# design 1

Design 1, metal 3:
Drawn at 1.5 px/um.
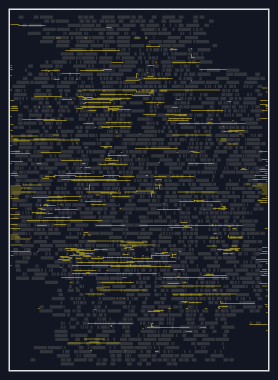

===== config.mk =====
export PLATFORM = sky130hd
export DESIGN_NAME = hog_cell_hist
export DESIGN_NICKNAME = d
export VERILOG_FILES = /design/src/rtl/hog_cell_hist.sv
export SDC_FILE = /design/constraint.sdc
export NUM_CORES = 1
export LEC_CHECK = 0
export CAP_MARGIN = 20
export CORE_ASPECT_RATIO = 1.4
export CORE_UTILIZATION = 50
export CTS_CLUSTER_DIAMETER = 80
export DETAILED_ROUTE_END_ITERATION = 10
export PLACE_DENSITY = 0.72
export SLEW_MARGIN = 25
export SYNTH_ARGS = -nofsm -noshare
export SYNTH_HDL_FRONTEND = slang
export SYNTH_SLANG_ARGS = --single-unit

===== constraint.sdc =====
create_clock -name clk -period 14.95 [get_ports clk]
set_clock_uncertainty 0.2 [all_clocks]
set_input_delay 2.2425 -clock clk [delete_from_list [all_inputs] [get_ports clk]]
set_output_delay 2.2425 -clock clk [all_outputs]
set_load 0.03 [all_outputs]

===== src/rtl/hog_cell_hist.sv =====
// Per-cell orientation histogram accumulator behind the gradient-magnitude sqrt pipeline.
// Optional build macro HOG_HIST_SAT_EN: saturating bin adds (default build wraps modulo 2^ACC_W).
module hog_cell_hist #(
    parameter int unsigned MAG_W    = 13,
    parameter int unsigned LAT      = 13,
    parameter int unsigned BIN_N    = 9,
    parameter int unsigned CELL_PIX = 64,
    parameter int unsigned ACC_W    = 16
) (
    input  logic                     clk,
    input  logic                     rst,
    input  logic                     pix_valid,
    input  logic [3:0]               pix_bin,
    input  logic [MAG_W-1:0]         mag,
    output logic                     hist_valid,
    output logic [BIN_N*ACC_W-1:0]   hist_data,
    output logic                     bin_err
);

    localparam int unsigned CNT_W = (CELL_PIX > 1) ? $clog2(CELL_PIX) : 1;
    localparam int unsigned HIST_W = BIN_N * ACC_W;

    logic                   dl_valid_q [LAT];
    logic                   dl_valid_d [LAT];
    logic [3:0]             dl_bin_q   [LAT];
    logic [3:0]             dl_bin_d   [LAT];
    logic [CNT_W-1:0]       cnt_q, cnt_d;
    logic [ACC_W-1:0]       acc_q [BIN_N];
    logic [ACC_W-1:0]       acc_d [BIN_N];
    logic [HIST_W-1:0]      hist_data_q, hist_data_d;
    logic                   hist_valid_q, hist_valid_d;
    logic                   bin_err_q, bin_err_d;

    logic                   d_valid;
    logic [3:0]             d_bin;
    logic                   first_pix;
    logic                   last_pix;

    // One bin update: zero-extended magnitude onto the running sum.
    function automatic logic [ACC_W-1:0] bin_add(input logic [ACC_W-1:0] base,
                                                 input logic [MAG_W-1:0] m);
`ifdef HOG_HIST_SAT_EN
        logic [ACC_W:0] s;
        s = {1'b0, base} + (ACC_W+1)'(m);
        return s[ACC_W] ? {ACC_W{1'b1}} : s[ACC_W-1:0];
`else
        return base + ACC_W'(m);
`endif
    endfunction

    assign d_valid   = dl_valid_q[LAT-1];
    assign d_bin     = dl_bin_q[LAT-1];
    assign first_pix = (cnt_q == '0);
    assign last_pix  = (cnt_q == CNT_W'(CELL_PIX - 1));

    always_comb begin
        dl_valid_d   = dl_valid_q;
        dl_bin_d     = dl_bin_q;
        cnt_d        = cnt_q;
        acc_d        = acc_q;
        hist_data_d  = hist_data_q;
        hist_valid_d = 1'b0;
        bin_err_d    = bin_err_q;

        // Free-running alignment of {valid, bin} with the sqrt latency.
        dl_valid_d[0] = pix_valid;
        dl_bin_d[0]   = pix_bin;
        for (int i = 1; i < LAT; i++) begin
            dl_valid_d[i] = dl_valid_q[i-1];
            dl_bin_d[i]   = dl_bin_q[i-1];
        end

        if (d_valid) begin
            cnt_d = last_pix ? '0 : cnt_q + CNT_W'(1);
            // First pixel of a cell clears every bin in the same cycle it writes one.
            for (int k = 0; k < BIN_N; k++) begin
                if (first_pix) begin
                    acc_d[k] = '0;
                end
                if (d_bin == 4'(k)) begin
                    acc_d[k] = bin_add(first_pix ? '0 : acc_q[k], mag);
                end
            end
            if (32'(d_bin) >= BIN_N) begin
                bin_err_d = 1'b1;
            end
            if (last_pix) begin
                hist_valid_d = 1'b1;
                for (int k = 0; k < BIN_N; k++) begin
                    hist_data_d[k*ACC_W +: ACC_W] = acc_d[k];
                end
            end
        end
    end

    always_ff @(posedge clk or posedge rst) begin
        if (rst) begin
            dl_valid_q   <= '{default: 1'b0};
            dl_bin_q     <= '{default: 4'd0};
            cnt_q        <= '0;
            acc_q        <= '{default: '0};
            hist_data_q  <= '0;
            hist_valid_q <= 1'b0;
            bin_err_q    <= 1'b0;
        end else begin
            dl_valid_q   <= dl_valid_d;
            dl_bin_q     <= dl_bin_d;
            cnt_q        <= cnt_d;
            acc_q        <= acc_d;
            hist_data_q  <= hist_data_d;
            hist_valid_q <= hist_valid_d;
            bin_err_q    <= bin_err_d;
        end
    end

    assign hist_valid = hist_valid_q;
    assign hist_data  = hist_data_q;
    assign bin_err    = bin_err_q;

endmodule

# design 2

**config.mk**
```make
export PLATFORM = sky130hd
export DESIGN_NAME = mmu_feeder_n
export DESIGN_NICKNAME = d
export VERILOG_FILES = /design/src/rtl/mmu_pkg.sv /design/src/rtl/mmu_sat.sv /design/src/rtl/mmu_feeder_n.sv
export SDC_FILE = /design/constraint.sdc
export NUM_CORES = 1
export LEC_CHECK = 0
export ABC_AREA = 1
export ABC_CLOCK_PERIOD_IN_PS = 6350
export CELL_PAD_IN_SITES_DETAIL_PLACEMENT = 0
export CELL_PAD_IN_SITES_GLOBAL_PLACEMENT = 1
export CORE_ASPECT_RATIO = 1.1
export CORE_MARGIN = 2
export CORE_UTILIZATION = 42
export DETAILED_ROUTE_END_ITERATION = 8
export GPL_TIMING_DRIVEN = 1
export PLACE_DENSITY = 0.9
export SETUP_SLACK_MARGIN = 0.5
export SLEW_MARGIN = 10
export SYNTH_ARGS = -nofsm -noshare
export SYNTH_HDL_FRONTEND = slang
export SYNTH_HIERARCHICAL = 1
export SYNTH_SLANG_ARGS = --single-unit
```
**constraint.sdc**
```tcl
create_clock -name clk -period 6.35 [get_ports clk]
set_input_delay 0.9525 -clock clk [delete_from_list [all_inputs] [get_ports clk]]
set_output_delay 0.9525 -clock clk [all_outputs]
set_load 0.02 [all_outputs]
```
**src/rtl/mmu_pkg.sv**
```systemverilog
// mmu_pkg: shared FSM encoding, default widths and job-length helper for the NxN feeder
package mmu_pkg;

    typedef enum logic [1:0] {
        IDLE   = 2'd0,
        FEED   = 2'd1,
        SETTLE = 2'd2,
        DRAIN  = 2'd3
    } state_t;

    localparam int DEF_N  = 2;
    localparam int DEF_DW = 8;
    localparam int DEF_CW = 16;

    // Cycles from the first operand slot to the last SETTLE cycle, inclusive
    function automatic int job_len(input int n);
        return 3 * n - 1;
    endfunction

endpackage

```
**src/rtl/mmu_sat.sv**
```systemverilog
// mmu_sat: CW-bit signed result to DW-bit host word; saturates when MMU_FEEDER_SATURATE_EN is defined, else truncates
module mmu_sat #(
    parameter int CW = 16,
    parameter int DW = 8
) (
    input  logic [CW-1:0] i_c,
    output logic [DW-1:0] o_d
);

`ifdef MMU_FEEDER_SATURATE_EN
    logic w_fits;

    // The value fits when every bit from DW-1 upward matches the sign bit
    assign w_fits = (i_c[CW-1:DW-1] == {(CW-DW+1){i_c[CW-1]}});
    assign o_d    = w_fits ? i_c[DW-1:0] : {i_c[CW-1], {(DW-1){~i_c[CW-1]}}};
`else
    logic w_unused;

    assign w_unused = ^i_c;
    assign o_d      = i_c[DW-1:0];
`endif

endmodule

```
**src/rtl/mmu_feeder_n.sv**
```systemverilog
// mmu_feeder_n: skews latched W/I operands into an NxN systolic array, then drains N*N results over valid/ready (MMU_FEEDER_SATURATE_EN selects saturation in mmu_sat)
module mmu_feeder_n
    import mmu_pkg::*;
#(
    parameter int N  = DEF_N,
    parameter int DW = DEF_DW,
    parameter int CW = DEF_CW
) (
    input  logic              clk,
    input  logic              rst_n,
    input  logic              start,
    input  logic [N*N*DW-1:0] weight_flat,
    input  logic [N*N*DW-1:0] input_flat,
    input  logic [N*N*CW-1:0] c_flat,
    output logic              clear,
    output logic [N*DW-1:0]   a_data,
    output logic [N*DW-1:0]   b_data,
    output logic              busy,
    output logic              out_valid,
    input  logic              out_ready,
    output logic [DW-1:0]     host_outdata,
    output logic              out_last,
    output logic              done
);

    localparam int TW       = $clog2(3 * N);
    localparam int IW       = $clog2(N * N);
    localparam int FEED_END = 2 * N - 2;
    localparam int LAST_T   = job_len(N) - 1;
    localparam int LAST_IDX = N * N - 1;

    state_t              r_state, w_state_nxt;
    logic [TW-1:0]       r_t;
    logic [IW-1:0]       r_idx;
    logic [N*N*DW-1:0]   r_w, r_i, w_wsrc, w_isrc;
    logic [N*N*CW-1:0]   r_buf;
    logic [N*DW-1:0]     r_a, r_b, w_a_nxt, w_b_nxt;
    logic                r_clear, r_valid, r_done;
    logic                w_accept, w_last;
    int                  w_tn;
    logic [CW-1:0]       w_res;
    logic [DW-1:0]       w_conv;

    assign w_accept = r_valid && out_ready;
    assign w_last   = (r_idx == IW'(LAST_IDX));
    // On the start edge the operand slot comes straight from the host buses
    assign w_wsrc   = (r_state == IDLE) ? weight_flat : r_w;
    assign w_isrc   = (r_state == IDLE) ? input_flat : r_i;
    assign w_res    = r_buf[int'(r_idx)*CW +: CW];

    mmu_sat #(.CW(CW), .DW(DW)) u_sat (
        .i_c (w_res),
        .o_d (w_conv)
    );

    // State register
    always_ff @(posedge clk or negedge rst_n) begin
        if (!rst_n)
            r_state <= IDLE;
        else
            r_state <= w_state_nxt;
    end

    // Next-state: FEED for 2N-1 cycles, SETTLE up to cycle 3N-2, DRAIN until the last result is taken
    always_comb begin
        w_state_nxt = r_state;
        case (r_state)
            IDLE:    w_state_nxt = start ? FEED : IDLE;
            FEED:    w_state_nxt = (r_t == TW'(FEED_END)) ? SETTLE : FEED;
            SETTLE:  w_state_nxt = (r_t == TW'(LAST_T)) ? DRAIN : SETTLE;
            DRAIN:   w_state_nxt = (w_accept && w_last) ? IDLE : DRAIN;
            default: w_state_nxt = IDLE;
        endcase
    end

    // Skewed operand slot for the next cycle; lanes outside their diagonal window read 0
    always_comb begin
        w_a_nxt = '0;
        w_b_nxt = '0;
        w_tn    = (r_state == IDLE) ? 0 : int'(r_t) + 1;
        if (w_state_nxt == FEED) begin
            for (int i = 0; i < N; i++) begin
                if (w_tn >= i && w_tn - i < N) begin
                    w_a_nxt[i*DW +: DW] = w_wsrc[(i*N + w_tn - i)*DW +: DW];
                    w_b_nxt[i*DW +: DW] = w_isrc[((w_tn - i)*N + i)*DW +: DW];
                end
            end
        end
    end

    // Datapath: operand latch, job counter, result snapshot and drain handshake
    always_ff @(posedge clk or negedge rst_n) begin
        if (!rst_n) begin
            r_w     <= '0;
            r_i     <= '0;
            r_buf   <= '0;
            r_a     <= '0;
            r_b     <= '0;
            r_t     <= '0;
            r_idx   <= '0;
            r_clear <= 1'b1;
            r_valid <= 1'b0;
            r_done  <= 1'b0;
        end else begin
            r_a    <= w_a_nxt;
            r_b    <= w_b_nxt;
            r_done <= 1'b0;
            if (r_state == IDLE && start) begin
                r_w     <= weight_flat;
                r_i     <= input_flat;
                r_clear <= 1'b0;
                r_t     <= '0;
            end
            if (r_state == FEED || r_state == SETTLE)
                r_t <= r_t + 1'b1;
            if (r_state == SETTLE && r_t == TW'(LAST_T)) begin
                r_buf   <= c_flat;
                r_idx   <= '0;
                r_valid <= 1'b1;
            end
            if (w_accept) begin
                if (w_last) begin
                    r_valid <= 1'b0;
                    r_done  <= 1'b1;
                    r_clear <= 1'b1;
                end else begin
                    r_idx <= r_idx + 1'b1;
                end
            end
        end
    end

    assign clear        = r_clear;
    assign a_data       = r_a;
    assign b_data       = r_b;
    assign busy         = (r_state != IDLE);
    assign out_valid    = r_valid;
    assign host_outdata = r_valid ? w_conv : '0;
    assign out_last     = r_valid && w_last;
    assign done         = r_done;

endmodule

```
# design 3

$ cat config.mk
export PLATFORM = sky130hd
export DESIGN_NAME = mux_sel_dest
export DESIGN_NICKNAME = d
export VERILOG_FILES = /design/src/rtl/mux_sel_dest.sv
export SDC_FILE = /design/constraint.sdc
export NUM_CORES = 1
export LEC_CHECK = 0
export ABC_CLOCK_PERIOD_IN_PS = 1200
export CAP_MARGIN = 20
export CORE_AREA = 10 10 47 49
export DETAILED_ROUTE_END_ITERATION = 10
export DIE_AREA = 0 0 57 59
export GPL_ROUTABILITY_DRIVEN = 0
export PLACE_DENSITY = 0.75
export SYNTH_ARGS = -nofsm -noshare
export SYNTH_HDL_FRONTEND = slang
export SYNTH_SLANG_ARGS = --single-unit
$ cat constraint.sdc
create_clock -name clk -period 1.2 [get_ports clk]
set_input_delay 0.3 -clock clk [delete_from_list [all_inputs] [get_ports clk]]
set_output_delay 0.3 -clock clk [all_outputs]
set_load 0.01 [all_outputs]
$ cat src/rtl/mux_sel_dest.sv
// Destination-register selector: picks rt/rd (or r31 for links) and pipelines address + write-enable.
// Latency: output_dir is combinational; dest_q/wr_en_q lag by one cycle. Backpressure: stall holds, flush bubbles.
// Optional MUX_SEL_DEST_LINK_EN adds the link input that forces r31 (jal).
module mux_sel_dest (
    input  logic       clk,
    input  logic       rst,
    input  logic [4:0] rt,
    input  logic [4:0] rd,
    input  logic       sel_dest,
`ifdef MUX_SEL_DEST_LINK_EN
    input  logic       link,
`endif
    input  logic       reg_write,
    input  logic       stall,
    input  logic       flush,
    output logic [4:0] output_dir,
    output logic [4:0] dest_q,
    output logic       wr_en_q
);

    localparam logic [4:0] LINK_REG = 5'd31;

    logic wr_en_d;

    always_comb begin
        output_dir = sel_dest ? rd : rt;
`ifdef MUX_SEL_DEST_LINK_EN
        if (link) begin
            output_dir = LINK_REG;
        end
`endif
    end

    // $0 is hardwired; a write to it must never reach the register file.
    assign wr_en_d = reg_write && (output_dir != 5'd0);

    always_ff @(posedge clk) begin
        if (rst || flush) begin
            dest_q  <= 5'd0;
            wr_en_q <= 1'b0;
        end else if (!stall) begin
            dest_q  <= output_dir;
            wr_en_q <= wr_en_d;
        end
    end

endmodule


==> gallery <==
Wiring heat map.
panel A
Drawn at 3 px/um. 25 x 28 tiles, from dark purple (low) to yellow (high), scaled to the fullest tile. Values are wire area over tile area, all layers added.
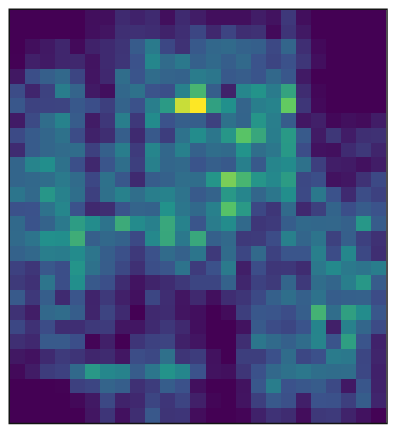
panel B
Drawn at 1.5 px/um. 17 x 24 tiles, from dark purple (low) to yellow (high), scaled to the fullest tile. Values are wire area over tile area, all layers added.
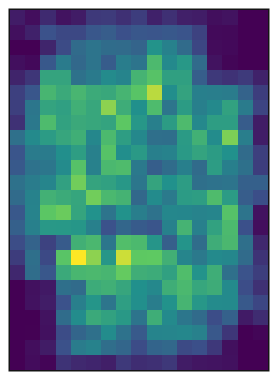
panel C
Drawn at 6 px/um. 11 x 12 tiles, from dark purple (low) to yellow (high), scaled to the fullest tile. Values are wire area over tile area, all layers added.
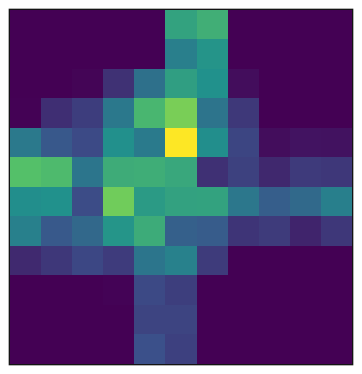
Design 1 is panel B.
Design 3 is panel C.
Design 2 is panel A.
- smallest die: panel C
- largest die: panel B

Key to panel A:
mean over tiles: 0.15
nearly empty tiles: 11%
fullest tile: 0.63
tiles over half the peak: 5.6%

Design 1, clock routing:
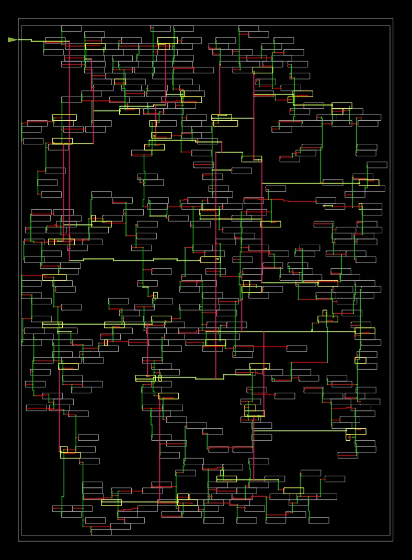
flop count: 361
Num CTS Buffers: 37
# clk buffers: 47
clk sinks: 361

About 'metal 3' of design 1:
nets with wire on the layer: 222
longest straight run: 68.5 um
wire length on this layer: 3260 um
main direction: horizontal
share of all routed wire: 5.8%

==> flow_summary.toml, design 1 <==
# physical design summary
[synthesis]
fp_nets = 2252
ff_type = "dfrtp_1"
synth_warnings = 0
synth.largest_area_cell = "dfrtp_1"
yosysTopAreaCellShare_pct = 44.65
syn-cell-area_um2 = 20230

[sta]
tightest_slew_ns = 1.097
setup_slack_ns = 9.433
hold_viol = 0
period_used_pct = 36.90

[placed_design]
gp_congestion = 0.9180

[power_and_ir_drop]
p_seq_share_pct = 31.9
p_comb_share_pct = 45.6
comb_power_uw = 1870
powerSeq_uw = 1310
swShare_pct = 39.16
pg_clk_uw = 922
power_leader = "combinational cells"

[finish]
diodes = 0
fin_cells = 2769
sh_comb_area_pct = 45.19
seq_share_pct = 38.55
comb_area_um2 = 10590

[clock_network]
cts_root_buf = "clkbuf_16"
cts_resized = 0

[drt]
drc = 0
vias = 17000

[run_status]
status = "completed"

[min_path]
hold_depth = 0

[die]
die_h_um = 240.0

[global_routing]
grt_pass1_wl_mm = 87.91

[worst_setup_path]
slowest_delay_ns = 0.93
design 1: placed cells by master, fill, tap and decap left out, types with 13 or more instances in the layout:
master,count
nand2_1,187
clkdlybuf4s50_1,163
ha_1,119
buf_4,24
nand3_1,30
a21oi_1,187
and2_1,122
a21o_1,38
a32o_1,56
a211oi_1,13
o21ai_0,134
a22o_1,33
a31oi_1,26
xor2_1,43
clkbuf_16,37
inv_1,33
nor3_1,13
a221oi_1,55
dfrtp_1,360
o21ai_1,16
xnor2_1,65
and3_1,17
o21a_1,19
nor2_1,223
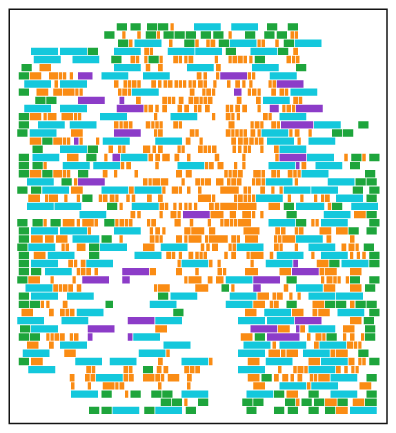
Design 2: placement by cell class
Drawn at 3 px/um.
| class | colour | cells | share of their area |
|---|---|---|---|
| other buffers and delay cells | green | 146 | 17% |
| clock drivers and dummy loads | purple | 32 | 6.7% |
| all other logic | orange | 568 | 36% |
| flip-flops | cyan | 138 | 40% |

==> flow_summary.toml, design 2 <==
# physical design summary
[power_and_ir_drop]
swShare_pct = 40.98
p_seq_share_pct = 32.8
power_leakage_uw = 0.004063
power_frac_clock_pct = 21.7
switching_power_uw = 1809

[sta]
tightest_slew_ns = 1.072
fmax_ghz = 0.2612
skew_ns = 0.01099
setup_slack_ns = 2.522
period_used_pct = 60.28
fin_crit_ns = 3.828
drv_slew = 0

[global_routing]
grt_overflow = 0
grt_start_max_net_pins = 105
antenna_found_initial = 0

[die]
num_rows = 48
die-area_um2 = 17250
core_area_um2 = 15800
die_x_um = 125.4

[worst_setup_path]
cp-endpoint = "busy"
crit_start = "r_state[0]"
endpoint_kind = "output pin"
ff2ff_setup_slack_ns = 2.60
rr_worst_depth = 10
crit_fanout = 60

[job]
warnings = 67
cap_violations = 0

[finish]
post-route-util_pct = 55.78
largestClassByArea = "registers"
layout-drive-gt1-share_pct = 12.33
sh_comb_area_pct = 32.05
filler_cell_count = 1436
final-clk-cell-share_pct = 6.475
nClkBuffers = 20

[clock_network]
tritoncts = "done"
h-tree-depth = 4
postCtsSetupRepairBufs = 0
clock_latency_ns = 0.42

[synthesis]
fp_nets = 906
avgSynthCellArea_um2 = 8.926

[placed_design]
dp.cells = 1052

[min_path]
hold_depth = 2
hold_path_end = "clear"

[drt]
viasPerCell = 5.051
drc = 0
vias = 5475
finalWirelength_mm = 16.19
wl_per_cell_um = 14.94

[run_status]
status = "completed"
design 2: layout by cell type, fill, tap and decap left out, types with 2 or more instances in the layout:
master,instances
bufinv_16,2
o21a_1,2
o21ai_0,102
clkinv_2,5
o221ai_1,8
nor3_1,4
nand2_1,142
o22ai_1,11
nand3_4,3
nand2_2,3
nor2_1,86
clkdlybuf4s50_1,143
clkinvlp_4,4
ha_1,10
nand4_1,3
dfrtp_1,137
nand2_4,2
inv_1,65
mux2_2,59
nand3_1,25
clkbuf_1,2
nor2_2,3
buf_4,2
a21oi_1,27
o211ai_1,2
clkbuf_16,17
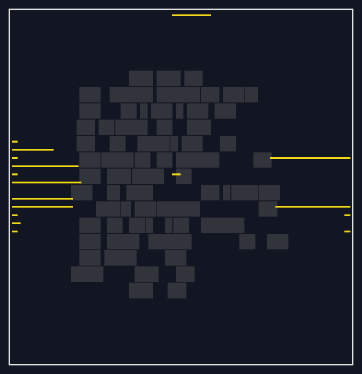
Design 3: metal 3
Drawn at 6 px/um.
wire length on this layer: 87.2 um
longest straight run: 13.1 um

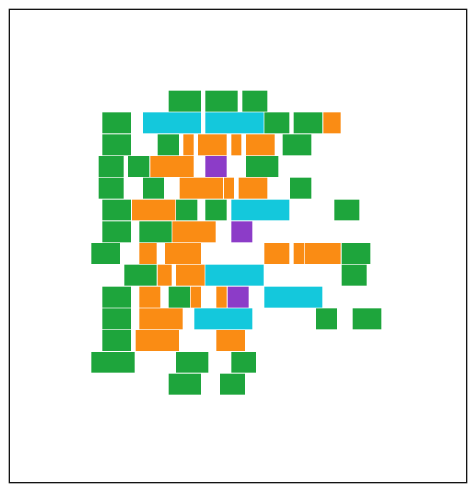
Design 3: placement by cell class
Drawn at 8 px/um.
| class | colour | cells | share of their area |
|---|---|---|---|
| all other logic | orange | 24 | 31% |
| other buffers and delay cells | green | 36 | 49% |
| flip-flops | cyan | 6 | 17% |
| cells driving clock nets | purple | 3 | 3.2% |

==> flow_summary.toml, design 3 <==
# physical design summary
[run_status]
status = "finished, violations left"
violations = "negative setup slack"

[worst_setup_path]
endpoint_kind = "output pin"
crit_start = "sel_dest"
timing.setup.critical_path_class = "in2out"
startpoint_type = "primary input"
regToRegEndpoint = "dest_q[2]"
r2r_start = "dest_q[2]"
rr_worst_depth = 2
ff2ff_setup_slack_ns = 0.61

[finish]
top_register = "dest_q"
syn_to_final_growth_pct = 94.00
filler_cell_count = 147
reg_top3 = "dest_q: 5 flops, wr_en_q: 1 flops"
layout-drive-gt1-share_pct = 39.13

[die]
pin_count = 27
core_area_um2 = 1401
floorplan.core_util_pct = 26.79
die_x_um = 57

[clock_network]
cts_root_buf = "clkbuf_4"
cts_buffer_depth = 2
cts_resized = 55
clock-sinks = 6
h-tree-depth = 1
clk_pin_slew_ns = 0.04
holdBufCountCts = 0
postCtsSetupRepairBufs = 1

[power_and_ir_drop]
switching_power_uw = 132.5
power.density_nw_per_um2 = 790.8
swShare_pct = 23.01
p_seq_share_pct = 36.6
comb_power_uw = 188
power_leader = "registers"
p_int_uw = 443.4
power_leakage_uw = 0.0003492

[sta]
setup_slack_ns = -0.04622
holdWs_ns = 0.4457
period_used_pct = 103.9
finalSetupViolations = 5
hold_viol = 0

[global_routing]
grt_use_total_pct = 6.762
grt_pass1_vias = 434
grt_pass1_wl_mm = 1.849
antenna_found_initial = 0

[synthesis]
avgSynthCellArea_um2 = 11.37
syn-instance-count = 33
edf_count = 0
ff_type = "dfxtp_1"
most_common_cell = "dfxtp_1"
simple_gate_share_pct = 21.67
ys_ff = 6
ys_seq_share_pct = 32.00
syn-cell-area_um2 = 375.4
fp_nets = 49
ys_cells = 33
ys_sh_xor_pct = 0

[drt]
finalWirelength_mm = 1.063
drtPass1Iterations = 2
drc = 0
viasPerCell = 4.341
wl_per_cell_um = 12.51
top_layer = "met4"

[min_path]
hold_path_end = "wr_en_q"

[placed_design]
post-dp-hpwl_um = 933.2
==> design 3: through the flow <==
stage	instance area [um2]	setup slack, ns	util [%]	setup TNS, ns
after floorplan	375.4	0.1644	-	0
after global placement	689.4	-0.8216	49.20	-5.882
after detailed placement	689.4	-0.8286	49.20	-6.005
after CTS	723.2	-0.04514	51.61	-0.1901
after global routing	728.2	-0.06022	51.96	-0.2614
final	728.2	-0.04622	51.96	-0.1911
==> design 3: area by class of cell <==
class	count	share of cell area, %
Timing Repair Buffer	36	47.25
Multi-Input combinational cell	24	30.41
Clock buffer	3	3.093
Tap cell	16	2.749
Sequential cell	6	16.49

